# ---- pal_timing_gen ----
Fig. 1: pal_timing_gen, clock wiring as the flow saved it
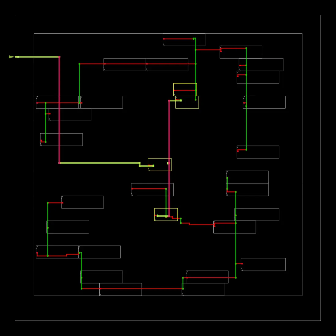
Fig. 2: pal_timing_gen, metal 1
Supply wires on this layer in gray.
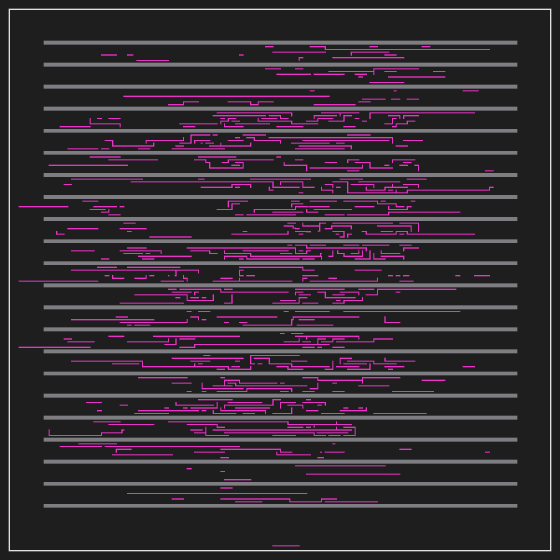
$ cat config.mk
export PLATFORM = sky130hd
export DESIGN_NAME = pal_timing_gen
export DESIGN_NICKNAME = d
export VERILOG_FILES = /design/src/rtl/pal_timing_pkg.sv /design/src/rtl/pal_ce_div.sv /design/src/rtl/pal_timing_gen.sv
export SDC_FILE = /design/constraint.sdc
export NUM_CORES = 1
export LEC_CHECK = 0
export ABC_CLOCK_PERIOD_IN_PS = 4530
export CORE_MARGIN = 4
export CORE_UTILIZATION = 45
export CTS_BUF_LIST = sky130_fd_sc_hd__clkbuf_8
export DETAILED_ROUTE_END_ITERATION = 8
export PLACE_DENSITY = 0.69
export SLEW_MARGIN = 5
export SYNTH_ARGS = -nofsm -noshare
export SYNTH_HDL_FRONTEND = slang
export SYNTH_SLANG_ARGS = --single-unit
$ cat constraint.sdc
create_clock -name clk -period 4.53 [get_ports clk]
set_clock_uncertainty 0.2 [all_clocks]
set_input_delay 1.1325 -clock clk [delete_from_list [all_inputs] [get_ports clk]]
set_output_delay 1.1325 -clock clk [all_outputs]
set_load 0.02 [all_outputs]
$ cat src/rtl/pal_timing_pkg.sv
// Shared PAL timing defaults, coordinate type and window decode helper
// used by the timing generator and its clock-enable divider.
package pal_timing_pkg;

   localparam int COORD_W      = 10;
   localparam int DEF_CE_DIV   = 2;
   localparam int DEF_H_TOTAL  = 864;
   localparam int DEF_H_ACTIVE = 720;
   localparam int DEF_HS_START = 732;
   localparam int DEF_HS_LEN   = 64;
   localparam int DEF_V_TOTAL  = 625;
   localparam int DEF_V_ACTIVE = 576;
   localparam int DEF_VS_START = 581;
   localparam int DEF_VS_LEN   = 5;

   typedef logic [COORD_W-1:0] coord_t;

   // True when v lies in the inclusive window [start, start+len-1].
   function automatic logic in_window(input coord_t v, input int start, input int len);
      return (int'(v) >= start) && (int'(v) <= start + len - 1);
   endfunction

endpackage

$ cat src/rtl/pal_ce_div.sv
// Pixel clock-enable divider: one-clk-wide ce each time the count reaches CE_DIV-1.
module pal_ce_div
   import pal_timing_pkg::*;
#(
   parameter int CE_DIV = DEF_CE_DIV
) (
   input  logic clk,
   input  logic reset,
   input  logic enable,
   input  logic clear,
   output logic ce
);

   localparam int DIV_W = (CE_DIV > 2) ? $clog2(CE_DIV) : 1;
   localparam logic [DIV_W-1:0] DIV_LAST = DIV_W'(CE_DIV - 1);

   logic [DIV_W-1:0] div_reg;
   logic [DIV_W-1:0] div_next;
   logic             ce_next;

   always_comb begin
      div_next = div_reg;
      ce_next  = 1'b0;
      if (clear) begin
         div_next = '0;
      end else if (enable) begin
         div_next = (div_reg == DIV_LAST) ? '0 : div_reg + 1'b1;
         ce_next  = (div_next == DIV_LAST);
      end
   end

   always_ff @(posedge clk or posedge reset) begin
      if (reset) begin
         div_reg <= '0;
         ce      <= 1'b0;
      end else begin
         div_reg <= div_next;
         ce      <= ce_next;
      end
   end

endmodule

$ cat src/rtl/pal_timing_gen.sv
// PAL raster timing generator: pixel/line counters with registered sync and
// active decodes that always line up with the presented coordinates.
module pal_timing_gen
   import pal_timing_pkg::*;
#(
   parameter int CE_DIV   = DEF_CE_DIV,
   parameter int H_TOTAL  = DEF_H_TOTAL,
   parameter int H_ACTIVE = DEF_H_ACTIVE,
   parameter int HS_START = DEF_HS_START,
   parameter int HS_LEN   = DEF_HS_LEN,
   parameter int V_TOTAL  = DEF_V_TOTAL,
   parameter int V_ACTIVE = DEF_V_ACTIVE,
   parameter int VS_START = DEF_VS_START,
   parameter int VS_LEN   = DEF_VS_LEN
) (
   input  logic               clk,
   input  logic               reset,
   input  logic               enable,
   input  logic               resync,
   output logic               pixel_ce,
   output logic [COORD_W-1:0] pixel_x,
   output logic [COORD_W-1:0] pixel_y,
   output logic               hsync_n,
   output logic               vsync_n,
   output logic               active
);

   localparam coord_t X_LAST = coord_t'(H_TOTAL - 1);
   localparam coord_t Y_LAST = coord_t'(V_TOTAL - 1);

   coord_t x_reg, x_next;
   coord_t y_reg, y_next;
   logic   pend_reg, pend_next;

   pal_ce_div #(.CE_DIV(CE_DIV)) u_ce_div (
      .clk    (clk),
      .reset  (reset),
      .enable (enable),
      .clear  (resync),
      .ce     (pixel_ce)
   );

   // A pixel_ce swallowed by enable=0 is remembered in pend_reg so the pixel
   // advance happens on the first enabled edge, keeping the sequence gap-free.
   always_comb begin
      x_next    = x_reg;
      y_next    = y_reg;
      pend_next = pend_reg;
      if (resync) begin
         x_next    = '0;
         y_next    = '0;
         pend_next = 1'b0;
      end else if (enable) begin
         pend_next = 1'b0;
         if (pixel_ce || pend_reg) begin
            if (x_reg == X_LAST) begin
               x_next = '0;
               y_next = (y_reg == Y_LAST) ? '0 : y_reg + 1'b1;
            end else begin
               x_next = x_reg + 1'b1;
            end
         end
      end else begin
         pend_next = pend_reg | pixel_ce;
      end
   end

   always_ff @(posedge clk or posedge reset) begin
      if (reset) begin
         x_reg    <= '0;
         y_reg    <= '0;
         pend_reg <= 1'b0;
         hsync_n  <= 1'b1;
         vsync_n  <= 1'b1;
         active   <= 1'b1;
      end else begin
         x_reg    <= x_next;
         y_reg    <= y_next;
         pend_reg <= pend_next;
         hsync_n  <= ~in_window(x_next, HS_START, HS_LEN);
         vsync_n  <= ~in_window(y_next, VS_START, VS_LEN);
         active   <= (int'(x_next) < H_ACTIVE) && (int'(y_next) < V_ACTIVE);
      end
   end

   assign pixel_x = x_reg;
   assign pixel_y = y_reg;

endmodule

==> out/metrics.yaml <==
outcome: "finished clean"
drive_gt1_frac: 0.0704
critical_path.slowest_cell: "or4_1"
m1WireLength_um: 1600
cts_buffers: 3
ys_top_logic_family: "simple AND/OR/NAND/NOR gates"
ys_async_sr_fraction: 1.00
nNonClkBuffers: 29
fp.dieW_um: 66.6
drc_errors: 0
stage_log_warnings: 27
taps: 46
gp_congestion: 0.912
comb-cell-share: 0.433
io_pins: 28
antenna_left: 0
ir_worst_vdd_mv: 0.144
avgSynthCellArea_um2: 8.92
maxUsedRoutingLayer: "met4"
flop_cell: "dfrtp_1"
cp_max_fo: 9
setup_violations: 0
logic_area_um2: 827
stdcell_count: 245
nFillCells: 320
tns_ns: 0
hold_viol_final: 0
fmax_mhz: 274
reg2reg_to: "vsync_n"
buffer_area_frac: 0.149
place_ws_ns: 0.591
yosysChipArea_mm2: 0.00154
hold_depth: 1
overflow: 0
nNonClkInverters: 8
rrSetupSlack_ns: 1.48
arrival_ns: 3.64
clock-sinks: 26
finalWorstSetupSlack_ns: 0.883
first_pass_iters: 4
ctsHoldBuffers: 0
slowest_delay_ns: 0.65
edf_count: 0
register_area_um2: 654
r2r_start: "pixel_x[0]"
worst_slew_pin_slew_ns: 0.953
core-area_mm2: 0.00334
Notes on Fig. 1 above:
clkbuf count: 4
clock latency (worst-skew pair): 0.27 ns

Notes on Fig. 2 above:
share of all routed wire = 45%
main direction = horizontal
nets with wire on the layer = 180
wire length on this layer = 1600 um
grt met1 use: 0.246
final WL: 3590 um
DR vias: 1431

## worst max path at each step
stage           start  slack (ns)  endpoint  depth (start not counted)
3_5_place_dp   enable        0.59   vsync_n                          7
3_3_place_gp   enable        0.64   vsync_n                          7
4_1_cts        enable        0.88   vsync_n                          7
5_1_grt        enable        0.71   vsync_n                          7
2_1_floorplan  enable        1.33   vsync_n                          7
6_report       enable        0.88   vsync_n                          7
## power by group
group	switching [uW]	leakage, uW	internal (uW)
logic	21.1	0.000369	13.4
registers	6.98	0.000349	236
clock network	71.9	0.0000288	77.7
total	99.9	0.000747	327

# ---- fetch_predict_stage ----
### src/rtl/fetch_predict_stage.sv
// Fetch stage: PC register, BHT direction predictor, zero-latency predecode.
// Optional JAL prediction is built when FETCH_JAL_PREDICT_EN is defined.
module fetch_predict_stage #(
    parameter int          BHT_IDX_BITS = 6,
    parameter logic [31:0] RESET_PC     = 32'h0000_0000
) (
    input  logic        stg_clk,
    input  logic        reset,
    input  logic        stg_ena,
    input  logic        stg_x,
    input  logic [31:0] redirect_pc,
    input  logic        resolve_valid,
    input  logic [31:0] resolve_pc,
    input  logic        resolve_taken,
    input  logic [1:0]  resolve_counter,
    output logic [31:0] imem_addr,
    input  logic [31:0] imem_rdata,
    output logic [31:0] pc_out,
    output logic [31:0] instr_out,
    output logic        valid_out,
    output logic [1:0]  counter_out,
    output logic        branch_prediction_out
);

    localparam int         BHT_N     = 1 << BHT_IDX_BITS;
    localparam logic [6:0] OP_BRANCH = 7'b1100011;
`ifdef FETCH_JAL_PREDICT_EN
    localparam logic [6:0] OP_JAL    = 7'b1101111;
`endif

    logic [31:0]             pc_q, pc_d;
    logic                    valid_q, valid_d;
    logic [1:0]              bht_q [BHT_N];
    logic [1:0]              bht_d [BHT_N];
    logic [BHT_IDX_BITS-1:0] rd_idx;
    logic [BHT_IDX_BITS-1:0] wr_idx;
    logic [1:0]              trained;
    logic                    is_branch;
    logic                    pred;
    logic [31:0]             b_imm;
    logic [31:0]             tgt_off;
    logic                    unused_resolve;

    assign rd_idx    = pc_q[BHT_IDX_BITS+1:2];
    assign wr_idx    = resolve_pc[BHT_IDX_BITS+1:2];
    assign imem_addr = pc_q;
    assign pc_out    = pc_q;
    assign instr_out = imem_rdata;
    assign valid_out = valid_q;
    assign counter_out           = bht_q[rd_idx];
    assign branch_prediction_out = pred;

    // Only the index bits of the resolved PC address the table.
    assign unused_resolve =
        ^{resolve_pc[31:BHT_IDX_BITS+2], resolve_pc[1:0]};

    // Predecode the fetched word and form the direction prediction.
    always_comb begin
        is_branch = (imem_rdata[6:0] == OP_BRANCH);
        b_imm     = {{20{imem_rdata[31]}}, imem_rdata[7],
                     imem_rdata[30:25], imem_rdata[11:8], 1'b0};
        pred      = is_branch & counter_out[1];
        tgt_off   = b_imm;
`ifdef FETCH_JAL_PREDICT_EN
        if (imem_rdata[6:0] == OP_JAL) begin
            pred    = 1'b1;
            tgt_off = {{12{imem_rdata[31]}}, imem_rdata[19:12],
                       imem_rdata[20], imem_rdata[30:21], 1'b0};
        end
`endif
    end

    // Next PC: redirect beats stall, stall beats prediction.
    always_comb begin
        pc_d    = pc_q + 32'd4;
        valid_d = 1'b1;
        if (stg_x) begin
            pc_d = redirect_pc;
        end else if (stg_ena) begin
            pc_d = pc_q;
        end else if (pred) begin
            pc_d = pc_q + tgt_off;
        end
    end

    // Saturating counter training from execute, independent of stalls.
    always_comb begin
        if (resolve_taken) begin
            trained = (resolve_counter == 2'd3) ? 2'd3
                                                : resolve_counter + 2'd1;
        end else begin
            trained = (resolve_counter == 2'd0) ? 2'd0
                                                : resolve_counter - 2'd1;
        end
        bht_d = bht_q;
        if (resolve_valid) begin
            bht_d[wr_idx] = trained;
        end
    end

    // State registers; BHT resets to weakly not-taken.
    always_ff @(posedge stg_clk or posedge reset) begin
        if (reset) begin
            pc_q    <= RESET_PC;
            valid_q <= 1'b0;
            for (int i = 0; i < BHT_N; i++) begin
                bht_q[i] <= 2'b01;
            end
        end else begin
            pc_q    <= pc_d;
            valid_q <= valid_d;
            bht_q   <= bht_d;
        end
    end

endmodule

### config.mk
export PLATFORM = sky130hd
export DESIGN_NAME = fetch_predict_stage
export DESIGN_NICKNAME = d
export VERILOG_FILES = /design/src/rtl/fetch_predict_stage.sv
export SDC_FILE = /design/constraint.sdc
export NUM_CORES = 1
export LEC_CHECK = 0
export ABC_CLOCK_PERIOD_IN_PS = 8450
export CAP_MARGIN = 20
export CORE_ASPECT_RATIO = 1.25
export CORE_UTILIZATION = 35
export DETAILED_ROUTE_END_ITERATION = 16
export GPL_TIMING_DRIVEN = 0
export PLACE_DENSITY = 0.7
export SKIP_LAST_GASP = 1
export SLEW_MARGIN = 20
export SYNTH_ARGS = -nofsm -noshare
export SYNTH_HDL_FRONTEND = slang
export SYNTH_SLANG_ARGS = --single-unit
### constraint.sdc
create_clock -name stg_clk -period 8.45 [get_ports stg_clk]
set_input_delay 0.845 -clock stg_clk [delete_from_list [all_inputs] [get_ports stg_clk]]
set_output_delay 0.845 -clock stg_clk [all_outputs]
set_load 0.05 [all_outputs]
==> out/metrics.yaml <==
grt.total_usage: 0.213
syn_area_mm2: 0.0106
r2r_start: "imem_addr[2]"
hp-start: "bht_q[27]"
use_met1: 0.249
fp.dieW_um: 157
rrSetupSlack_ns: 4.06
outcome: "finished clean"
grt_pass1_wl_um: 49700
hold_class: "register to register"
finalWorstSetupSlack_ns: 2.92
design.seq.count: 161
rsz0062_at_grt: "no"
grt_use_met2: 0.378
busiest_layer: "met2"
synth_cell_type_count: 76
design_area_mm2: 0.0134
place_ws_ns: 3.43
cap_viol_max_count: 0
taps: 396
path_clk_slew_ns: 0.07
cts.repair.resized: 0
fmax_mhz: 181
swShare: 0.347
netlist.area_leader.share: 0.230
io_buffer_count: 164
rows: 70
common_cells: "mux2_2 (129), nand2_1 (98), dfrtp_1 (97), nor2_1 (68), buf_4 (65)"
ys_seq_frac: 0.389
cp_max_fo: 10
flop_cell: "dfrtp_1"
routed_via_density: 5.51
hold_viol_final: 0
stage_log_warnings: 54
comb_cells: 720
p_total_uw: 2620
grt_pass1_vias: 8754
nNonClkBuffers: 281
worst_path_most_repeated_cell: "mux4_2"
endpoint: "counter_out[0]"
fp_util: 0.358
p_seq_frac: 0.375
seq_share: 0.307
syn_nets: 1149
postCtsSetupRepairBufs: 0
xor_share: 0.0282
-- power by group through the flow --
stage	combinational (uW)	clock, uW	sequential, uW
after global placement	798	0	989
after detailed placement	812	0	995
after CTS	815	833	982
after global routing	869	861	997
after floorplan	520	0	1020
final	816	824	984
-- cell usage in the layout (no fill, tap or decap), types with 35 or more instances in the layout --
cell and n:
clkdlybuf4s50_1 164, mux2_2 129, nand2_1 98, dfrtp_1 97
nor2_1 68, buf_4 65, dfstp_2 64, a21oi_1 51
o21ai_0 38, clkbuf_1 35, mux4_2 35
-- registers in the layout (all words and copies together), names as in the netlist --
signal	cells
bht_q	128
imem_addr	32
valid_out	1
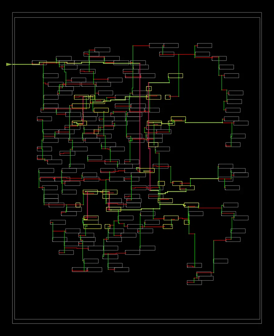
Fig. 3. Clock wiring as the flow saved it (fetch_predict_stage).
clock network power: 824 uW
clock latency (worst-skew pair): 0.44 ns
CTS Buf Count: 17

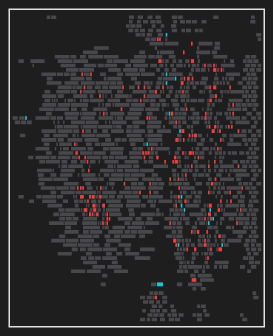
Fig. 4. Gate-type map (fetch_predict_stage).
cyan -> inverters  # cells 17, most used inv_1
red -> NAND gates  # cells 145, most used nand2_1
Post-Layout Cell Count: 1607
logic share of the area: 0.426


# ---- bpsk_demod_rx_flat ----
[src/rtl/bpsk_demod_rx_if.sv]
// Sample/bit handshake bundle for bpsk_demod_rx: carrier samples in, recovered bits
// and FIFO status out. The master modport is the driving/draining side.
interface bpsk_demod_rx_if;
    logic [15:0] sample_in;
    logic        sample_valid;
    logic        sync;
    logic        rEN;
    logic        dOut;
    logic        dOut_valid;
    logic        bFull;
    logic        bEmpty;
    logic        overflow;

    modport master (
        output sample_in, sample_valid, sync, rEN,
        input  dOut, dOut_valid, bFull, bEmpty, overflow
    );

    modport slave (
        input  sample_in, sample_valid, sync, rEN,
        output dOut, dOut_valid, bFull, bEmpty, overflow
    );
endinterface

[src/rtl/bpsk_demod_rx.sv]
// BPSK receiver: correlates each bit period against a +1/-1 half-period reference,
// slices to a hard bit and queues it in a bit FIFO. Sticky overflow flag: BPSK_DEMOD_RX_OVF_EN.
module bpsk_demod_rx #(
    parameter int SPB   = 16,
    parameter int DEPTH = 8
) (
    input  logic           CLK,
    input  logic           RESET,
    bpsk_demod_rx_if.slave bus
);
    localparam int IW = $clog2(SPB);
    localparam int AW = $clog2(DEPTH);

    typedef enum logic {IDLE, ACC} state_t;

    state_t             state_reg;
    logic [IW-1:0]      idx_reg;
    logic signed [23:0] sum_reg;
    logic [AW:0]        wr_ptr_reg, rd_ptr_reg;
    logic               mem [DEPTH];
    logic               dout_reg, dout_valid_reg;

    logic               restart;
    logic [IW-1:0]      eff_idx;
    logic signed [23:0] sample_ext, term, base_sum, sum_full;
    logic               last, dec_fire, bit_dec, full, empty, wr_fire, rd_fire;

    // IDLE and sync both start a fresh period, so the current sample sits at index 0.
    always_comb begin
        restart    = (state_reg == IDLE) || bus.sync;
        eff_idx    = restart ? '0 : idx_reg;
        base_sum   = restart ? 24'sd0 : sum_reg;
        sample_ext = {{8{bus.sample_in[15]}}, bus.sample_in};
        term       = eff_idx[IW-1] ? -sample_ext : sample_ext;
        sum_full   = base_sum + term;
        last       = (eff_idx == IW'(SPB - 1));
        dec_fire   = bus.sample_valid && last;
        bit_dec    = ~sum_full[23];
    end

    assign empty   = (wr_ptr_reg == rd_ptr_reg);
    assign full    = (wr_ptr_reg[AW-1:0] == rd_ptr_reg[AW-1:0]) && (wr_ptr_reg[AW] != rd_ptr_reg[AW]);
    assign wr_fire = dec_fire && !full;
    assign rd_fire = bus.rEN && !empty;

    always_ff @(posedge CLK or negedge RESET) begin
        if (!RESET) begin
            state_reg <= IDLE;
            idx_reg   <= '0;
            sum_reg   <= '0;
        end else begin
            if (restart && (bus.sync || bus.sample_valid))
                state_reg <= ACC;
            if (bus.sample_valid) begin
                if (last) begin
                    idx_reg <= '0;
                    sum_reg <= '0;
                end else begin
                    idx_reg <= eff_idx + IW'(1);
                    sum_reg <= sum_full;
                end
            end else if (bus.sync) begin
                idx_reg <= '0;
                sum_reg <= '0;
            end
        end
    end

    // Storage has no reset; emptiness is defined purely by the pointers.
    always_ff @(posedge CLK) begin
        if (wr_fire)
            mem[wr_ptr_reg[AW-1:0]] <= bit_dec;
    end

    always_ff @(posedge CLK or negedge RESET) begin
        if (!RESET) begin
            wr_ptr_reg     <= '0;
            rd_ptr_reg     <= '0;
            dout_reg       <= 1'b0;
            dout_valid_reg <= 1'b0;
        end else begin
            if (wr_fire)
                wr_ptr_reg <= wr_ptr_reg + 1'b1;
            if (rd_fire) begin
                dout_reg   <= mem[rd_ptr_reg[AW-1:0]];
                rd_ptr_reg <= rd_ptr_reg + 1'b1;
            end
            dout_valid_reg <= rd_fire;
        end
    end

`ifdef BPSK_DEMOD_RX_OVF_EN
    logic ovf_reg;

    always_ff @(posedge CLK or negedge RESET) begin
        if (!RESET)
            ovf_reg <= 1'b0;
        else if (dec_fire && full)
            ovf_reg <= 1'b1;
    end

    assign bus.overflow = ovf_reg;
`else
    assign bus.overflow = 1'b0;
`endif

    assign bus.dOut       = dout_reg;
    assign bus.dOut_valid = dout_valid_reg;
    assign bus.bFull      = full;
    assign bus.bEmpty     = empty;
endmodule

[src/flat_wrapper.sv]
// flat-port wrapper written by rule: the top's interface ports become plain ports
module bpsk_demod_rx_flat 
#(
    parameter int SPB   = 16,
    parameter int DEPTH = 8
)
  (CLK, RESET, bus_sample_in, bus_sample_valid, bus_sync, bus_rEN, bus_dOut, bus_dOut_valid, bus_bFull, bus_bEmpty, bus_overflow);
  bpsk_demod_rx_if bus_i ();
  input  logic CLK;
  input  logic RESET;
  input wire logic [$bits(bus_i.sample_in)-1:0] bus_sample_in;
  input wire logic [$bits(bus_i.sample_valid)-1:0] bus_sample_valid;
  input wire logic [$bits(bus_i.sync)-1:0] bus_sync;
  input wire logic [$bits(bus_i.rEN)-1:0] bus_rEN;
  output wire logic [$bits(bus_i.dOut)-1:0] bus_dOut;
  output wire logic [$bits(bus_i.dOut_valid)-1:0] bus_dOut_valid;
  output wire logic [$bits(bus_i.bFull)-1:0] bus_bFull;
  output wire logic [$bits(bus_i.bEmpty)-1:0] bus_bEmpty;
  output wire logic [$bits(bus_i.overflow)-1:0] bus_overflow;
  assign bus_i.sample_in = bus_sample_in;
  assign bus_i.sample_valid = bus_sample_valid;
  assign bus_i.sync = bus_sync;
  assign bus_i.rEN = bus_rEN;
  assign bus_dOut = bus_i.dOut;
  assign bus_dOut_valid = bus_i.dOut_valid;
  assign bus_bFull = bus_i.bFull;
  assign bus_bEmpty = bus_i.bEmpty;
  assign bus_overflow = bus_i.overflow;
  bpsk_demod_rx #(.SPB(SPB), .DEPTH(DEPTH)) u_core (.CLK(CLK), .RESET(RESET), .bus(bus_i));
endmodule
[config.mk]
export PLATFORM = sky130hd
export DESIGN_NAME = bpsk_demod_rx_flat
export DESIGN_NICKNAME = d
export VERILOG_FILES = /design/src/rtl/bpsk_demod_rx_if.sv /design/src/rtl/bpsk_demod_rx.sv /design/src/flat_wrapper.sv
export SDC_FILE = /design/constraint.sdc
export NUM_CORES = 1
export LEC_CHECK = 0
export ABC_AREA = 1
export CAP_MARGIN = 20
export CORE_ASPECT_RATIO = 1.4
export CORE_MARGIN = 1
export CORE_UTILIZATION = 40
export CTS_CLUSTER_SIZE = 20
export DETAILED_ROUTE_END_ITERATION = 12
export PLACE_DENSITY = 0.69
export SYNTH_ARGS = -nofsm -noshare
export SYNTH_HDL_FRONTEND = slang
export SYNTH_SLANG_ARGS = --single-unit
export TNS_END_PERCENT = 10
[constraint.sdc]
create_clock -name CLK -period 3.2 [get_ports CLK]
set_input_delay 0.8 -clock CLK [delete_from_list [all_inputs] [get_ports CLK]]
set_output_delay 0.8 -clock CLK [all_outputs]
set_load 0.05 [all_outputs]
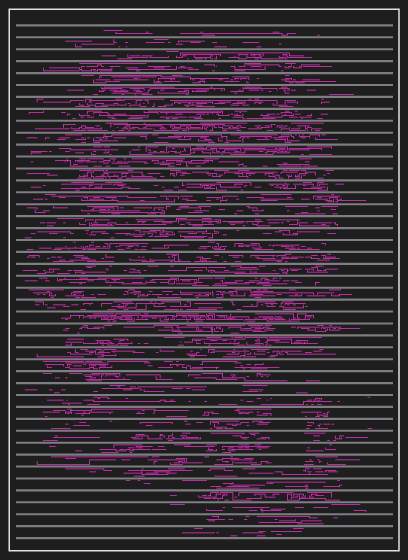
Fig. 5. Metal 1 (bpsk_demod_rx_flat).
Supply wires on this layer in gray.
share of all routed wire = 38%
nets with wire on the layer = 791
wire length on this layer = 4730 um
main direction = horizontal
longest straight run = 25.3 um
final WL: 12500 um
grt met1 use: 0.264

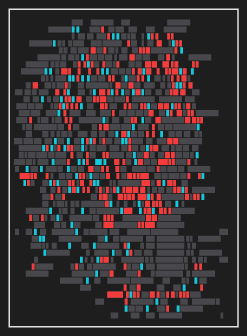
Fig. 6. Gate-type map (bpsk_demod_rx_flat).
red -> NAND gates  # cells 249, most used nand2_1
cyan -> inverters  # cells 117, most used inv_1
logic share of the area: 0.482
Post-Layout Cell Count: 923

==> out/metrics.yaml <==
outcome: "finished clean"
swShare: 0.397
clock-sinks: 47
grt_use_met2: 0.450
power.group.top: "combinational logic"
syn_nets: 702
design.seq.count: 47
avgSynthCellArea_um2: 6.44
stage_log_warnings: 27
combPwrFrac: 0.461
clkCellAreaFrac: 0.0255
place_ws_ns: -0.572
edf_count: 8
common_cells: "nand2_1 (201), inv_1 (114), nor2_1 (85), dfrtp_1 (39), nand3_1 (30)"
synthCells: 652
use_met3: 0.0307
finalWorstSetupSlack_ns: 0.0551
routed_via_density: 5.02
grt_pass1_wl_um: 20400
io_buffer_count: 24
critical_path.slowest_cell: "clkdlybuf4s50_1"
first_pass_iters: 6
layout_top_cell: "nand2_1"
hold_depth: 2
nNonClkBuffers: 138
seq_share: 0.203
==> stage by stage <==
stage | cells | utilization | hold slack (ns) | area, um^2
2_1_floorplan | 652 | - | 0.449 | 4200
3_3_place_gp | 904 | 0.530 | 0.463 | 5330
3_5_place_dp | 904 | 0.530 | 0.466 | 5330
4_1_cts | 916 | 0.563 | 0.485 | 5670
5_1_grt | 923 | 0.595 | 0.500 | 5990
6_report | 923 | 0.595 | 0.474 | 5990

# ---- coin_acceptor ----
==> src/rtl/coin_pkg.sv <==
// Shared coin codes and issue-FSM state encodings for the coin acceptor.
package coin_pkg;

  typedef enum logic [1:0] {
    COIN_NONE   = 2'b00,
    COIN_NICKEL = 2'b01,
    COIN_DIME   = 2'b10
  } coin_e;

  typedef enum logic [1:0] {
    IDLE  = 2'b00,
    ISSUE = 2'b01,
    GAP   = 2'b10
  } issue_state_e;

  localparam int CH_NICKEL = 0;
  localparam int CH_DIME   = 1;

endpackage

==> src/rtl/coin_debounce.sv <==
// One sensor channel: two-flop synchroniser, run-length debounce counter and
// a one-cycle pulse on each debounced rising edge.
module coin_debounce #(
  parameter int DB_CYCLES = 4,
  parameter int DB_W      = 3
) (
  input  logic clock,
  input  logic reset,
  input  logic raw_i,
  output logic rise_o
);

  logic            sync1_q, sync2_q;
  logic            level_q, level_d;
  logic            level_prev_q;
  logic [DB_W-1:0] cnt_q, cnt_d;

  // NOTE: every signal written here gets a default first so no latch is inferred.
  always_comb begin
    level_d = level_q;
    cnt_d   = '0;
    if (sync2_q != level_q) begin
      if (cnt_q == DB_W'(DB_CYCLES - 1)) begin
        level_d = ~level_q;
      end else begin
        cnt_d = cnt_q + 1'b1;
      end
    end
  end

  // NOTE: state registers use non-blocking assignments so all flops update together.
  always_ff @(posedge clock) begin
    if (reset) begin
      sync1_q      <= 1'b0;
      sync2_q      <= 1'b0;
      level_q      <= 1'b0;
      level_prev_q <= 1'b0;
      cnt_q        <= '0;
    end else begin
      sync1_q      <= raw_i;
      sync2_q      <= sync1_q;
      level_q      <= level_d;
      level_prev_q <= level_q;
      cnt_q        <= cnt_d;
    end
  end

  assign rise_o = level_q & ~level_prev_q;

endmodule

==> src/rtl/coin_acceptor.sv <==
// Coin acceptor top: per-channel pending flags, the IDLE/ISSUE/GAP issue FSM
// and the registered coin_code / coin_lost outputs feeding the vending FSM.
module coin_acceptor
  import coin_pkg::*;
#(
  parameter int DB_CYCLES  = 4,
  parameter int DB_W       = 3,
  parameter int GAP_CYCLES = 2
) (
  input  logic       clock,
  input  logic       reset,
  input  logic       nickel_raw,
  input  logic       dime_raw,
  input  logic       hold,
  output logic [1:0] coin_code,
  output logic       coin_lost,
  output logic       busy
);

  localparam int GAP_W = (GAP_CYCLES > 1) ? $clog2(GAP_CYCLES) : 1;

  logic [1:0]       rise;
  logic [1:0]       issue_clr;
  logic [1:0]       pend_q, pend_d;
  issue_state_e     state_q, state_d;
  logic [GAP_W-1:0] gap_q, gap_d;
  coin_e            code_q, code_d;
  logic             lost_q, lost_d;

  coin_debounce #(.DB_CYCLES(DB_CYCLES), .DB_W(DB_W)) u_db_nickel (
    .clock  (clock),
    .reset  (reset),
    .raw_i  (nickel_raw),
    .rise_o (rise[CH_NICKEL])
  );

  coin_debounce #(.DB_CYCLES(DB_CYCLES), .DB_W(DB_W)) u_db_dime (
    .clock  (clock),
    .reset  (reset),
    .raw_i  (dime_raw),
    .rise_o (rise[CH_DIME])
  );

  always_comb begin
    state_d   = state_q;
    gap_d     = gap_q;
    code_d    = COIN_NONE;
    issue_clr = 2'b00;
    case (state_q)
      IDLE: begin
        if (!hold && (|pend_q)) begin
          state_d = ISSUE;
          // Dime wins when both channels are pending.
          if (pend_q[CH_DIME]) begin
            code_d             = COIN_DIME;
            issue_clr[CH_DIME] = 1'b1;
          end else begin
            code_d               = COIN_NICKEL;
            issue_clr[CH_NICKEL] = 1'b1;
          end
        end
      end
      ISSUE: begin
        if (GAP_CYCLES == 0) begin
          state_d = IDLE;
        end else begin
          state_d = GAP;
          gap_d   = GAP_W'(GAP_CYCLES - 1);
        end
      end
      GAP: begin
        if (gap_q == '0) state_d = IDLE;
        else             gap_d   = gap_q - 1'b1;
      end
      default: state_d = IDLE;
    endcase

    // A new edge always sets the flag, even when the same channel is being issued.
    pend_d = rise | (pend_q & ~issue_clr);
    lost_d = |(rise & pend_q & ~issue_clr);
  end

  always_ff @(posedge clock) begin
    if (reset) begin
      state_q <= IDLE;
      gap_q   <= '0;
      pend_q  <= 2'b00;
      code_q  <= COIN_NONE;
      lost_q  <= 1'b0;
    end else begin
      state_q <= state_d;
      gap_q   <= gap_d;
      pend_q  <= pend_d;
      code_q  <= code_d;
      lost_q  <= lost_d;
    end
  end

  assign coin_code = code_q;
  assign coin_lost = lost_q;
  assign busy      = (state_q != IDLE) || (|pend_q);

endmodule

==> config.mk <==
export PLATFORM = sky130hd
export DESIGN_NAME = coin_acceptor
export DESIGN_NICKNAME = d
export VERILOG_FILES = /design/src/rtl/coin_pkg.sv /design/src/rtl/coin_debounce.sv /design/src/rtl/coin_acceptor.sv
export SDC_FILE = /design/constraint.sdc
export NUM_CORES = 1
export LEC_CHECK = 0
export ABC_CLOCK_PERIOD_IN_PS = 2900
export CORE_MARGIN = 5
export CORE_UTILIZATION = 56
export DETAILED_ROUTE_END_ITERATION = 8
export MAX_ROUTING_LAYER = met4
export PLACE_DENSITY = 0.78
export SLEW_MARGIN = 25
export SYNTH_ARGS = -nofsm -noshare
export SYNTH_HDL_FRONTEND = slang
export SYNTH_SLANG_ARGS = --single-unit
export TNS_END_PERCENT = 5
==> constraint.sdc <==
create_clock -name clock -period 2.9 [get_ports clock]
set_input_delay 0.435 -clock clock [delete_from_list [all_inputs] [get_ports clock]]
set_output_delay 0.435 -clock clock [all_outputs]
set_load 0.01 [all_outputs]
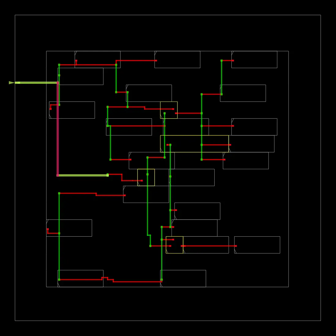
Fig. 7. Clock wiring as the flow saved it (coin_acceptor).
clkbuf count: 3
clock network power: 231 uW
registers: 22
CTS Buf Count: 3

==> out/metrics.yaml <==
outcome: "finished clean"
path_depth: 4
period_used_share: 0.783
final.min_clock_period_ns: 2.27
drive_gt1_frac: 0.0521
postCtsSetupRepairBufs: 0
xor_share: 0.0202
largest_area_cell: "dfxtp_1"
clkCellAreaFrac: 0.0519
core-area_mm2: 0.00149
overflow: 0
critPathLaunchType: "register"
fin_nets: 110
dr_wl_met2_um: 694
routed_via_density: 5.17
drc_errors: 0
cp-startpoint: "state_q[0]"
endpoint: "busy"
flop_cell: "dfxtp_1"
finalWorstSetupSlack_ns: 0.631
setup_violations: 0
nNonClkInverters: 7
synth_cell_type_count: 21
hp-start: "u_db_nickel.cnt_q[0]"
cts.repair.resized: 0
slowest_delay_ns: 0.49
place_ws_ns: 0.959
seq_share: 0.435
io_buffer_count: 8
p_int_uw: 455
nFillCells: 118
io_pins: 9
antenna_cells: 0
comb_cells: 55
clock-sinks: 22
busiest_layer: "met2"
drt_iter0_markers: 1
grt_use_met2: 0.210
mux_area_frac: 0.0462
simple_gate_share: 0.225
taps: 16
ctsHoldBuffers: 0
rsz0062_at_grt: "no"
antenna_found_initial: 0
cts_root_buffer: "clkbuf_4"
wirelength_um: 1340
ys_async_sr_fraction: 0
netlist.area_leader.share: 0.508
worst_slew_pin_slew_ns: 0.611
ys_top_logic_family: "simple AND/OR/NAND/NOR gates"
rrSetupSlack_ns: 1.47
fp.dieW_um: 49.4
p_seq_frac: 0.553
antenna_left: 0
edf_count: 0
power_density_mw_per_mm2: 549
critical_path.slowest_cell: "clkdlybuf4s50_1"
use_met3: 0.0214
path_clk_slew_ns: 0.13
m1WireLength_um: 584
combPwrFrac: 0.031
cts-htree-levels: 1
dp_hpwl_um: 996
synth-compound-area-share: 0.0462
max-slew-margin-rel: 0.592
fmax_mhz: 441
holdWs_ns: 0.429
yosysChipArea_um2: 867
cts_buffer_depth: 2
grt_pass1_vias: 594
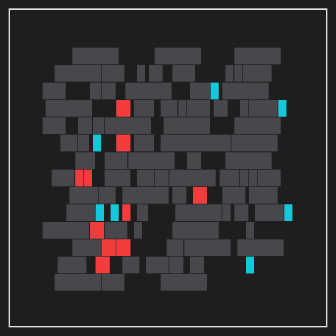
Fig. 8. Gate-type map (coin_acceptor).
cyan -> inverters  # cells 7, most used inv_1
red -> NAND gates  # cells 10, most used nand2b_1
logic share of the area: 0.388
Post-Layout Cell Count: 112
Commonest Layout Cell: dfxtp_1

power groups by stage:
| stage | clock network, uW | logic (uW) | registers (uW) |
|---|---|---|---|
| after floorplan | 0 | 9.96 | 313 |
| after global placement | 0 | 16.7 | 314 |
| after detailed placement | 0 | 17.3 | 314 |
| after CTS | 235 | 17.4 | 307 |
| after global routing | 253 | 19.3 | 308 |
| final | 231 | 17.3 | 307 |
logic make-up after synthesis:
group	count (synthesis)
flops	22
xor+xnor	2
fa+ha+maj	8
buf+inv	9
compound gates	6
simple gates	35
mux	4

# ---- branch_predictor ----
Fig. 9: branch_predictor, clock wiring as the flow saved it
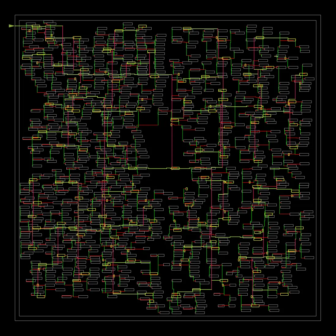
==> src/rtl/branch_predictor.sv <==
// Direct-mapped branch target buffer with saturating direction counters.
// Lookup is combinational; updates from the resolve stage commit on the
// rising clock edge. Optional statistics counters are compiled in when the
// macro BRANCH_PREDICTOR_STATS_EN is defined.
module branch_predictor #(
  parameter int ENTRIES = 16,
  parameter int CTR_W   = 2,
  parameter int ADDR_W  = 32
) (
  input  logic              clk,
  input  logic              rst,
  input  logic [ADDR_W-1:0] lookup_pc,
  output logic              pred_hit,
  output logic              pred_taken,
  output logic [ADDR_W-1:0] pred_target,
  input  logic              update_valid,
  input  logic [ADDR_W-1:0] update_pc,
  input  logic [ADDR_W-1:0] update_target,
  input  logic              update_taken,
  input  logic              update_pred_taken,
  input  logic [ADDR_W-1:0] update_pred_target,
  output logic              mispredict
`ifdef BRANCH_PREDICTOR_STATS_EN
  ,
  output logic [31:0]       stat_updates,
  output logic [31:0]       stat_mispredicts
`endif
);

  localparam int IDX_W = $clog2(ENTRIES);
  localparam int TAG_W = ADDR_W - 2 - IDX_W;
  // Reset leaves counters weakly not-taken; allocation starts weakly taken.
  localparam logic [CTR_W-1:0] CTR_RST   = CTR_W'((2 ** (CTR_W - 1)) - 1);
  localparam logic [CTR_W-1:0] CTR_ALLOC = CTR_W'(2 ** (CTR_W - 1));
  localparam logic [CTR_W-1:0] CTR_MAX   = '1;

  logic              r_valid  [ENTRIES];
  logic [TAG_W-1:0]  r_tag    [ENTRIES];
  logic [ADDR_W-1:0] r_target [ENTRIES];
  logic [CTR_W-1:0]  r_ctr    [ENTRIES];

  logic [IDX_W-1:0]  w_lk_idx;
  logic [TAG_W-1:0]  w_lk_tag;
  logic [IDX_W-1:0]  w_up_idx;
  logic [TAG_W-1:0]  w_up_tag;
  logic              w_up_hit;
  logic              w_unused_pc_lsbs;

  assign w_lk_idx = lookup_pc[IDX_W+1:2];
  assign w_lk_tag = lookup_pc[ADDR_W-1:IDX_W+2];
  assign w_up_idx = update_pc[IDX_W+1:2];
  assign w_up_tag = update_pc[ADDR_W-1:IDX_W+2];
  assign w_unused_pc_lsbs = ^{lookup_pc[1:0], update_pc[1:0]};

  // Combinational lookup: reads pre-update contents in the same cycle.
  always_comb begin
    pred_hit    = r_valid[w_lk_idx] && (r_tag[w_lk_idx] == w_lk_tag);
    pred_taken  = pred_hit && r_ctr[w_lk_idx][CTR_W-1];
    pred_target = pred_taken ? r_target[w_lk_idx] : (lookup_pc + ADDR_W'(4));
  end

  // Resolve-stage comparison against the prediction carried down the pipe.
  always_comb begin
    w_up_hit   = r_valid[w_up_idx] && (r_tag[w_up_idx] == w_up_tag);
    mispredict = update_valid &&
                 ((update_taken != update_pred_taken) ||
                  (update_taken && (update_pred_target != update_target)));
  end

  // Table update: train on hit, allocate on taken miss; reset wins.
  always_ff @(posedge clk) begin
    if (rst) begin
      for (int i = 0; i < ENTRIES; i++) begin
        r_valid[i]  <= 1'b0;
        r_tag[i]    <= '0;
        r_target[i] <= '0;
        r_ctr[i]    <= CTR_RST;
      end
    end else if (update_valid) begin
      if (w_up_hit) begin
        if (update_taken) begin
          r_target[w_up_idx] <= update_target;
          if (r_ctr[w_up_idx] != CTR_MAX) r_ctr[w_up_idx] <= r_ctr[w_up_idx] + 1'b1;
        end else if (r_ctr[w_up_idx] != '0) begin
          r_ctr[w_up_idx] <= r_ctr[w_up_idx] - 1'b1;
        end
      end else if (update_taken) begin
        r_valid[w_up_idx]  <= 1'b1;
        r_tag[w_up_idx]    <= w_up_tag;
        r_target[w_up_idx] <= update_target;
        r_ctr[w_up_idx]    <= CTR_ALLOC;
      end
    end
  end

`ifdef BRANCH_PREDICTOR_STATS_EN
  logic [31:0] r_stat_updates;
  logic [31:0] r_stat_mispredicts;

  // Free-running event counters, wrapping at 32 bits.
  always_ff @(posedge clk) begin
    if (rst) begin
      r_stat_updates     <= '0;
      r_stat_mispredicts <= '0;
    end else begin
      if (update_valid) r_stat_updates <= r_stat_updates + 32'd1;
      if (mispredict)   r_stat_mispredicts <= r_stat_mispredicts + 32'd1;
    end
  end

  assign stat_updates     = r_stat_updates;
  assign stat_mispredicts = r_stat_mispredicts;
`endif

endmodule
==> config.mk <==
export PLATFORM = sky130hd
export DESIGN_NAME = branch_predictor
export DESIGN_NICKNAME = d
export VERILOG_FILES = /design/src/rtl/branch_predictor.sv
export SDC_FILE = /design/constraint.sdc
export NUM_CORES = 2
export LEC_CHECK = 0
export ABC_AREA = 1
export ABC_CLOCK_PERIOD_IN_PS = 8300
export CAP_MARGIN = 0
export CELL_PAD_IN_SITES_DETAIL_PLACEMENT = 1
export CELL_PAD_IN_SITES_GLOBAL_PLACEMENT = 1
export CORE_MARGIN = 5
export CORE_UTILIZATION = 40
export CTS_CLUSTER_SIZE = 10
export DETAILED_ROUTE_END_ITERATION = 16
export PLACE_DENSITY_LB_ADDON = 0.1
export SYNTH_ARGS = -nofsm -noshare
export SYNTH_HDL_FRONTEND = slang
export SYNTH_SLANG_ARGS = --single-unit
==> constraint.sdc <==
create_clock -name clk -period 8.3 [get_ports clk]
set_input_delay 1.66 -clock clk [delete_from_list [all_inputs] [get_ports clk]]
set_output_delay 1.66 -clock clk [all_outputs]
set_load 0.05 [all_outputs]
==> out/metrics.yaml <==
outcome: "finished clean"
drc_errors: 0
hold_class: "register to register"
mux_area_frac: 0
critPathLaunchType: "input pin"
comb_cells: 4006
fmax_mhz: 139
cp-end-kind: "output port"
clock_skew_ns: 0.0215
yosysChipArea_mm2: 0.0498
cts_buffer_depth: 3
ir_worst_vdd_mv: 0.161
die_area_mm2: 0.132
reg_top3: "r_target: 512 flops, r_tag: 416 flops, r_ctr: 32 flops"
p_total_uw: 11800
first_pass_iters: 5
drt_iter0_markers: 4093
tritoncts: "built"
worst_path_most_repeated_cell: "nand2_1"
fin_nets: 5830
p_clk_uw: 4560
holdWs_ns: 0.472
wirelength_um: 203000
comb-cell-share: 0.315
stdcell_count: 7398
min_to: "r_valid[3]"
fp.dieH_um: 363
clkCellAreaFrac: 0.0572
place_ws_ns: 1.12
fp_util: 0.403
p_seq_frac: 0.488
overflow: 0
synthCells: 5708
crit_type: "input pin to output port"
cp_max_fo: 16
netlist.area_leader.share: 0.579
comb_power_uw: 1470
postCtsSetupRepairBufs: 0
## Picture notes: Fig. 9
CTS Buf Count: 113
clkbuf count: 153

## how the worst max path moves through the flow
stage                      start         endpoint  slack [ns]  cells after the start
finish              lookup_pc[5]  pred_target[24]        1.10                     16
global route        lookup_pc[5]  pred_target[26]        0.88                     18
CTS                 lookup_pc[5]  pred_target[26]        1.10                     18
detailed placement  lookup_pc[5]  pred_target[26]        1.12                     18
global placement    lookup_pc[5]  pred_target[24]        1.22                     15
floorplan           lookup_pc[2]   pred_target[0]        2.02                     12
## routing by layer
layer / track usage / wire length [um]
met3: 0.0454 / 13500
met5: 0 / 21
met1: 0.391 / 84500
met2: 0.504 / 96800
met4: 0.117 / 8640

# ---- lc3_display_tx ----
==> src/rtl/lc3_display_tx.sv <==
// lc3_display_tx: buffers characters written to the LC3 DDR and sends
// them as 8N1 UART on tx; ready feeds DSR[15] of the screen register.
//
// Ports:
//   clk        system clock, rising edge
//   rst_n      asynchronous active-low reset
//   wr_ddr     one-cycle write strobe; ddr[7:0] is queued
//   ddr        DDR contents (ddr[15:8] unused)
//   ready      FIFO not full
//   busy       a frame is on the line or characters are pending
//   overflow   sticky; a write was dropped on a full FIFO
//   fifo_count number of buffered characters
//   tx         serial output, idle high
//
// Optional: define LC3_DISPLAY_PARITY_EN to append an even parity bit
// between the data bits and the stop bit (8E1 framing).

module lc3_display_tx #(
    parameter int CLK_DIV = 434,
    parameter int FIFO_AW = 3
) (
    input  logic               clk,
    input  logic               rst_n,
    input  logic               wr_ddr,
    input  logic [15:0]        ddr,
    output logic               ready,
    output logic               busy,
    output logic               overflow,
    output logic [FIFO_AW:0]   fifo_count,
    output logic               tx
);

    localparam int DEPTH = 1 << FIFO_AW;
    localparam int BW    = (CLK_DIV > 1) ? $clog2(CLK_DIV) : 1;
    localparam logic [FIFO_AW:0] FULL     = DEPTH[FIFO_AW:0];
    localparam logic [BW-1:0]    BAUD_MAX = BW'(CLK_DIV - 1);

    typedef enum logic [2:0] {
        IDLE,
        START,
        DATA,
`ifdef LC3_DISPLAY_PARITY_EN
        PARITY,
`endif
        STOP
    } state_t;

    state_t             state;
    logic [7:0]         mem [DEPTH];
    logic [FIFO_AW-1:0] wptr;
    logic [FIFO_AW-1:0] rptr;
    logic [FIFO_AW:0]   count_nxt;
    logic [BW-1:0]      baud;
    logic [2:0]         bit_idx;
    logic [7:0]         shreg;
    logic               tx_bit;
    logic               full;
    logic               empty;
    logic               push;
    logic               pop;
    logic               unused_ddr_hi;
`ifdef LC3_DISPLAY_PARITY_EN
    logic               par_bit;
`endif

    assign unused_ddr_hi = ^ddr[15:8];

    assign full  = (fifo_count == FULL);
    assign empty = (fifo_count == '0);
    // A write at full is dropped even if the head pops this cycle.
    assign push  = wr_ddr && !full;
    assign pop   = (state == IDLE) && !empty;

    always_comb begin
        count_nxt = fifo_count;
        if (push && !pop) begin
            count_nxt = fifo_count + 1'b1;
        end else if (pop && !push) begin
            count_nxt = fifo_count - 1'b1;
        end
    end

    // Line level for the current state; registered into tx below.
    always_comb begin
        tx_bit = 1'b1;
        unique case (state)
            START:   tx_bit = 1'b0;
            DATA:    tx_bit = shreg[0];
`ifdef LC3_DISPLAY_PARITY_EN
            PARITY:  tx_bit = par_bit;
`endif
            default: tx_bit = 1'b1;
        endcase
    end

    always_ff @(posedge clk) begin
        if (push) begin
            mem[wptr] <= ddr[7:0];
        end
    end

    always_ff @(posedge clk or negedge rst_n) begin
        if (!rst_n) begin
            state      <= IDLE;
            wptr       <= '0;
            rptr       <= '0;
            fifo_count <= '0;
            ready      <= 1'b1;
            busy       <= 1'b0;
            overflow   <= 1'b0;
            tx         <= 1'b1;
            baud       <= '0;
            bit_idx    <= '0;
            shreg      <= '0;
`ifdef LC3_DISPLAY_PARITY_EN
            par_bit    <= 1'b0;
`endif
        end else begin
            if (push) begin
                wptr <= wptr + 1'b1;
            end
            if (pop) begin
                rptr <= rptr + 1'b1;
            end
            if (wr_ddr && full) begin
                overflow <= 1'b1;
            end
            fifo_count <= count_nxt;
            ready      <= (count_nxt != FULL);
            busy       <= (state != IDLE) || !empty;
            tx         <= tx_bit;

            if (state == IDLE) begin
                if (!empty) begin
                    shreg   <= mem[rptr];
`ifdef LC3_DISPLAY_PARITY_EN
                    par_bit <= ^mem[rptr];
`endif
                    baud    <= BAUD_MAX;
                    bit_idx <= '0;
                    state   <= START;
                end
            end else if (baud != '0) begin
                baud <= baud - 1'b1;
            end else begin
                baud <= BAUD_MAX;
                unique case (state)
                    START: state <= DATA;
                    DATA: begin
                        shreg   <= shreg >> 1;
                        bit_idx <= bit_idx + 3'd1;
                        if (bit_idx == 3'd7) begin
`ifdef LC3_DISPLAY_PARITY_EN
                            state <= PARITY;
`else
                            state <= STOP;
`endif
                        end
                    end
`ifdef LC3_DISPLAY_PARITY_EN
                    PARITY: state <= STOP;
`endif
                    default: state <= IDLE;
                endcase
            end
        end
    end

endmodule
==> config.mk <==
export PLATFORM = sky130hd
export DESIGN_NAME = lc3_display_tx
export DESIGN_NICKNAME = d
export VERILOG_FILES = /design/src/rtl/lc3_display_tx.sv
export SDC_FILE = /design/constraint.sdc
export NUM_CORES = 1
export LEC_CHECK = 0
export ABC_CLOCK_PERIOD_IN_PS = 3350
export CELL_PAD_IN_SITES_DETAIL_PLACEMENT = 0
export CELL_PAD_IN_SITES_GLOBAL_PLACEMENT = 1
export CORE_MARGIN = 4
export CORE_UTILIZATION = 55
export CTS_BUF_LIST = sky130_fd_sc_hd__clkbuf_4 sky130_fd_sc_hd__clkbuf_8
export DETAILED_ROUTE_END_ITERATION = 6
export PLACE_DENSITY_LB_ADDON = 0.3
export SYNTH_ARGS = -nofsm -noshare
export SYNTH_HDL_FRONTEND = slang
export SYNTH_SLANG_ARGS = --single-unit
==> constraint.sdc <==
create_clock -name clk -period 3.35 [get_ports clk]
set_input_delay 0.5025 -clock clk [delete_from_list [all_inputs] [get_ports clk]]
set_output_delay 0.5025 -clock clk [all_outputs]
set_load 0.005 [all_outputs]
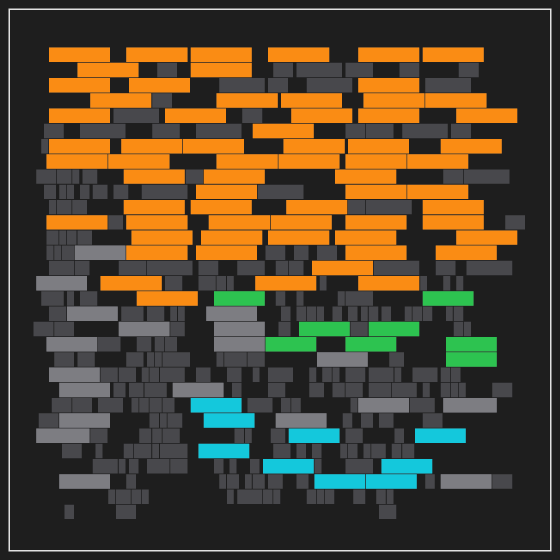
Fig. 10. Sequential cells colored by netlist name (lc3_display_tx).
Other sequential cells in the stronger gray, the rest of the logic in the fainter gray.
orange -> mem  # sequential cells 64
cyan -> baud  # sequential cells 9
green -> shreg  # sequential cells 8
not colored = 19
Register Area: 0.00283 mm^2
sequential cell power: 1610 uW
Core Util, Final: 0.651
flop share of the area: 0.585

state kept, by name (all words and copies together) (netlist names):
register,count
baud,9
bit_idx,3
busy,1
fifo_count,4
mem,64
overflow,1
ready,1
rptr,3
shreg,8
state,2
tx,1
wptr,3
worst paths after layout:
path | end | slack (ns)
min reg2reg | shreg[5] | 0.48
max | ready | 0.94
min | fifo_count[1] | 0.21
max in group asynchronous | shreg[0] | 2.65
min in group clk | shreg[5] | 0.48
max reg2reg | ready | 0.94
==> out/metrics.yaml <==
postCtsSetupRepairBufs: 0
comb-cell-share: 0.288
path_clk_slew_ns: 0.10
use_met3: 0.0279
nNonClkBuffers: 31
syn_area_mm2: 0.00430
largest_area_cell: "edfxtp_1"
taps: 99
cts_root_buffer: "clkbuf_8"
clkCellAreaFrac: 0.0371
die_area_mm2: 0.00929
nNonClkInverters: 9
crit_family: "simple AND/OR/NAND/NOR gates"
cts_buffer_depth: 2
dp_hpwl_um: 4960
area_delta_synth_final_pct: 12.3
cp-end-kind: "register"
cts_buffers: 9
comb_cells: 178
cts.repair.resized: 0
use_met1: 0.259
path_cells: "inv_1 -> ha_1 -> nor4b_1 -> a32oi_1 -> a21oi_1 -> or4b_1"
gp_congestion: 0.767
ys_top_logic_family: "multiplexers"
outcome: "finished clean"
cp-startpoint: "state[0]"
dpl.cell_count: 417
ys_seq_frac: 0.658
path_depth: 6
ctsHoldBuffers: 0
synth_cell_type_count: 43
routed_via_density: 5.69

# ---- calc_control_unit ----
<file path="src/rtl/calc_control_unit.sv">
// calc_control_unit: sequences one ALU operation per start request.
// Ports: clk, rst (async active-low), control_unit_en, opcode, operand_a,
//   operand_b in; alu_req/op/a/b out; alu_ack/result/err in;
//   result, error, result_valid, busy, done out.
module calc_control_unit #(
   parameter int WIDTH   = 8,
   parameter int TIMEOUT = 15
) (
   input  logic             clk,
   input  logic             rst,
   input  logic             control_unit_en,
   input  logic [1:0]       opcode,
   input  logic [WIDTH-1:0] operand_a,
   input  logic [WIDTH-1:0] operand_b,
   output logic             alu_req,
   output logic [1:0]       alu_op,
   output logic [WIDTH-1:0] alu_a,
   output logic [WIDTH-1:0] alu_b,
   input  logic             alu_ack,
   input  logic [WIDTH-1:0] alu_result,
   input  logic             alu_err,
   output logic [WIDTH-1:0] result,
   output logic             error,
   output logic             result_valid,
   output logic             busy,
   output logic             done
);

   localparam int CW = (TIMEOUT > 1) ? $clog2(TIMEOUT) : 1;
   localparam logic [CW-1:0] LAST = CW'(TIMEOUT - 1);

   typedef enum logic [1:0] {IDLE, ISSUE, DONE} state_t;

   state_t        state;
   logic [CW-1:0] cnt;

   always_ff @(posedge clk or negedge rst) begin
      if (!rst) begin
         state        <= IDLE;
         cnt          <= '0;
         alu_req      <= 1'b0;
         alu_op       <= '0;
         alu_a        <= '0;
         alu_b        <= '0;
         result       <= '0;
         error        <= 1'b0;
         result_valid <= 1'b0;
         busy         <= 1'b0;
         done         <= 1'b0;
      end else begin
         unique case (state)
            IDLE: begin
               if (control_unit_en) begin
                  alu_op  <= opcode;
                  alu_a   <= operand_a;
                  alu_b   <= operand_b;
                  alu_req <= 1'b1;
                  busy    <= 1'b1;
                  cnt     <= '0;
                  state   <= ISSUE;
               end
            end
            ISSUE: begin
               // ack has priority over a timeout on the same edge
               if (alu_ack) begin
                  result       <= alu_result;
                  error        <= alu_err;
                  result_valid <= 1'b1;
                  alu_req      <= 1'b0;
                  done         <= 1'b1;
                  state        <= DONE;
               end else if (cnt == LAST) begin
                  result       <= '0;
                  error        <= 1'b1;
                  result_valid <= 1'b1;
                  alu_req      <= 1'b0;
                  done         <= 1'b1;
                  state        <= DONE;
               end else begin
                  cnt <= cnt + 1'b1;
               end
            end
            DONE: begin
               result_valid <= 1'b0;
               if (!control_unit_en) begin
                  done  <= 1'b0;
                  busy  <= 1'b0;
                  state <= IDLE;
               end
            end
            default: state <= IDLE;
         endcase
      end
   end

endmodule

</file>
<file path="config.mk">
export PLATFORM = sky130hd
export DESIGN_NAME = calc_control_unit
export DESIGN_NICKNAME = d
export VERILOG_FILES = /design/src/rtl/calc_control_unit.sv
export SDC_FILE = /design/constraint.sdc
export NUM_CORES = 1
export LEC_CHECK = 0
export ABC_AREA = 1
export CAP_MARGIN = 20
export CORE_MARGIN = 3
export CORE_UTILIZATION = 38
export CTS_CLUSTER_DIAMETER = 30
export DETAILED_ROUTE_END_ITERATION = 7
export PLACE_DENSITY_LB_ADDON = 0.25
export REMOVE_ABC_BUFFERS = 1
export SYNTH_ARGS = -nofsm -noshare
export SYNTH_HDL_FRONTEND = slang
export SYNTH_SLANG_ARGS = --single-unit
</file>
<file path="constraint.sdc">
create_clock -name clk -period 1.2 [get_ports clk]
set_input_delay 0.24 -clock clk [delete_from_list [all_inputs] [get_ports clk]]
set_output_delay 0.24 -clock clk [all_outputs]
set_load 0.01 [all_outputs]
</file>
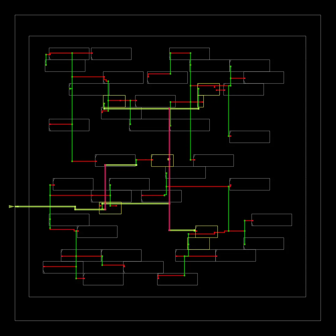
Fig. 11. Clock wiring as the flow saved it (calc_control_unit).
registers: 37
count of clock tree sinks: 37
clock latency (worst-skew pair): 0.28 ns
CTS Buf Count: 5
clock network power: 851 uW

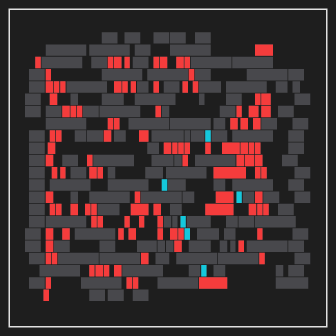
Fig. 12. Gate-type map (calc_control_unit).
cyan -> inverters  # cells 6, most used inv_1
red -> NAND gates  # cells 106, most used nand2_1
logic share of the area: 0.256
Post-Layout Cell Count: 297
Commonest Layout Cell: nand2_1

==> out/metrics.yaml <==
p_seq_frac: 0.381
m1WireLength_um: 1640
endpoint: "alu_req"
dpl.cell_count: 284
power.group.top: "combinational logic"
fp.dieH_um: 70.1
antenna_found_initial: 0
fmax_mhz: 844
final_core_util: 0.650
p_int_uw: 3550
rr_worst_depth: 7
cp-end-kind: "register"
nNonClkInverters: 6
io_buffer_count: 61
ys_seq_frac: 0.593
ys_cells: 171
wire_per_inst_um: 12.2
place_ws_ns: -0.136
ctsHoldBuffers: 1
yosysWarnings: 0
worst_slew_pin_slew_ns: 0.227
yosysChipArea_mm2: 0.00156
critPathLaunchType: "register"
cts_buffer_depth: 2
design_area_mm2: 0.00247
use_met1: 0.193
nFillCells: 317
wl_met3_um: 326
comb_cells: 121
simple_gate_share: 0.314
grt_pass1_vias: 1420
rrSetupSlack_ns: 0.02
r2r_start: "cnt[0]"
outcome: "finished clean"
cell usage after synthesis, types with 2 or more instances:
cell type and count:
inv_1 5, nor2_4 2, clkbuf_1 2, ha_1 2, nand3_1 33, nor2_1 3, dfrtp_1 37, o21ai_0 5
buf_2 2, nand2_1 69, buf_4 2, buf_6 2
worst max-delay path, cell delays in order, from the launching register on:
cell,delay [ns]
dfrtp_1,0.38
inv_1,0.07
ha_2,0.19
nand3_4,0.10
nand2_4,0.14
nand2_4,0.09
nand2_1,0.06
nand2_1,0.05


==> layout pictures side by side <==
Metal 1.
Supply wires on this layer in gray.
Plate I
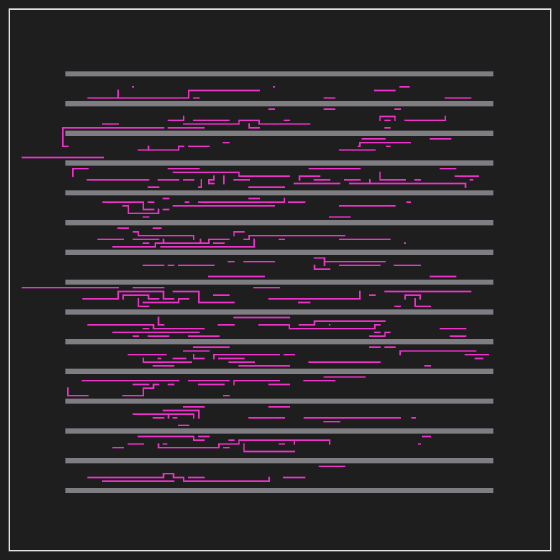
Plate II
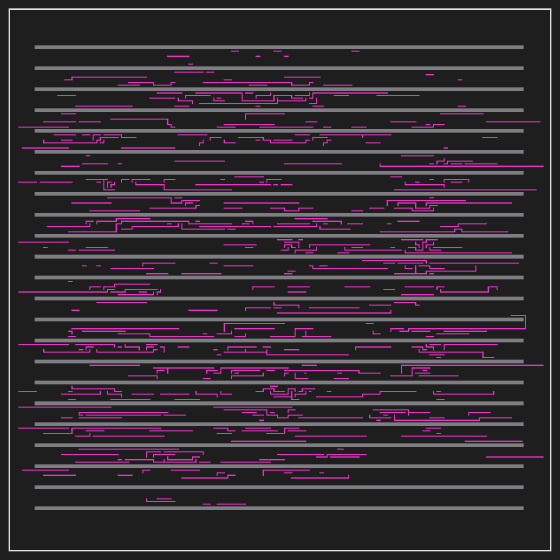
Plate III
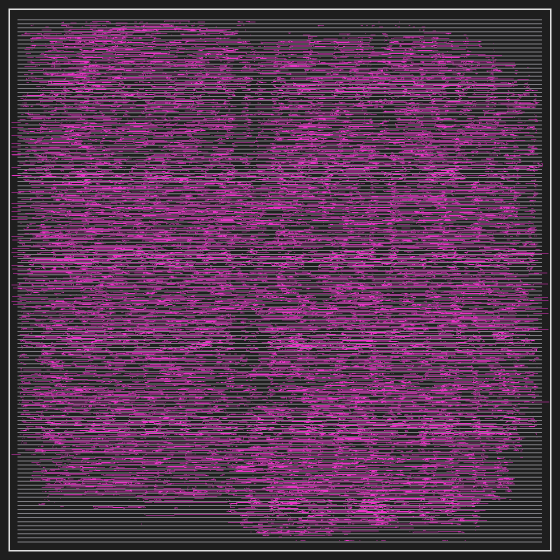
Plate IV
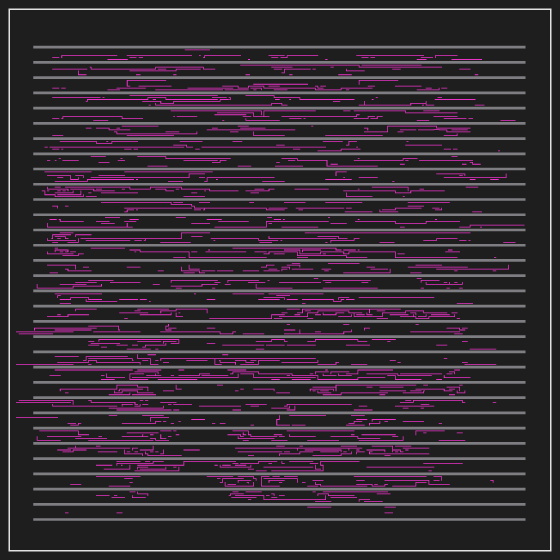
Plate V
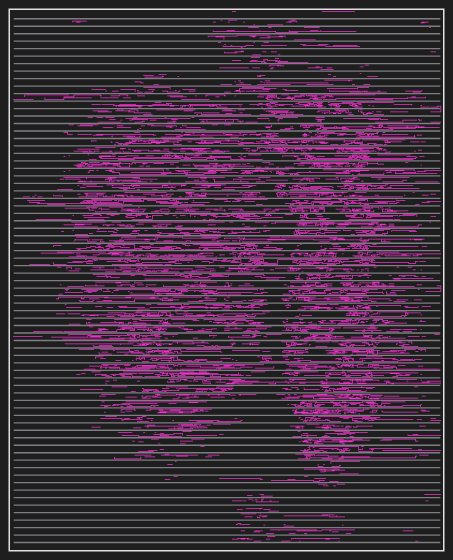
| from | picture |
|---|---|
| lc3_display_tx | Plate IV |
| calc_control_unit | Plate II |
| coin_acceptor | Plate I |
| branch_predictor | Plate III |
| fetch_predict_stage | Plate V |

Key to Plate I:
share of all routed wire = 44%
wire length on this layer = 584 um
main direction = horizontal
nets with wire on the layer = 101

No activity file was given, so power comes from the tool's default toggle rates.
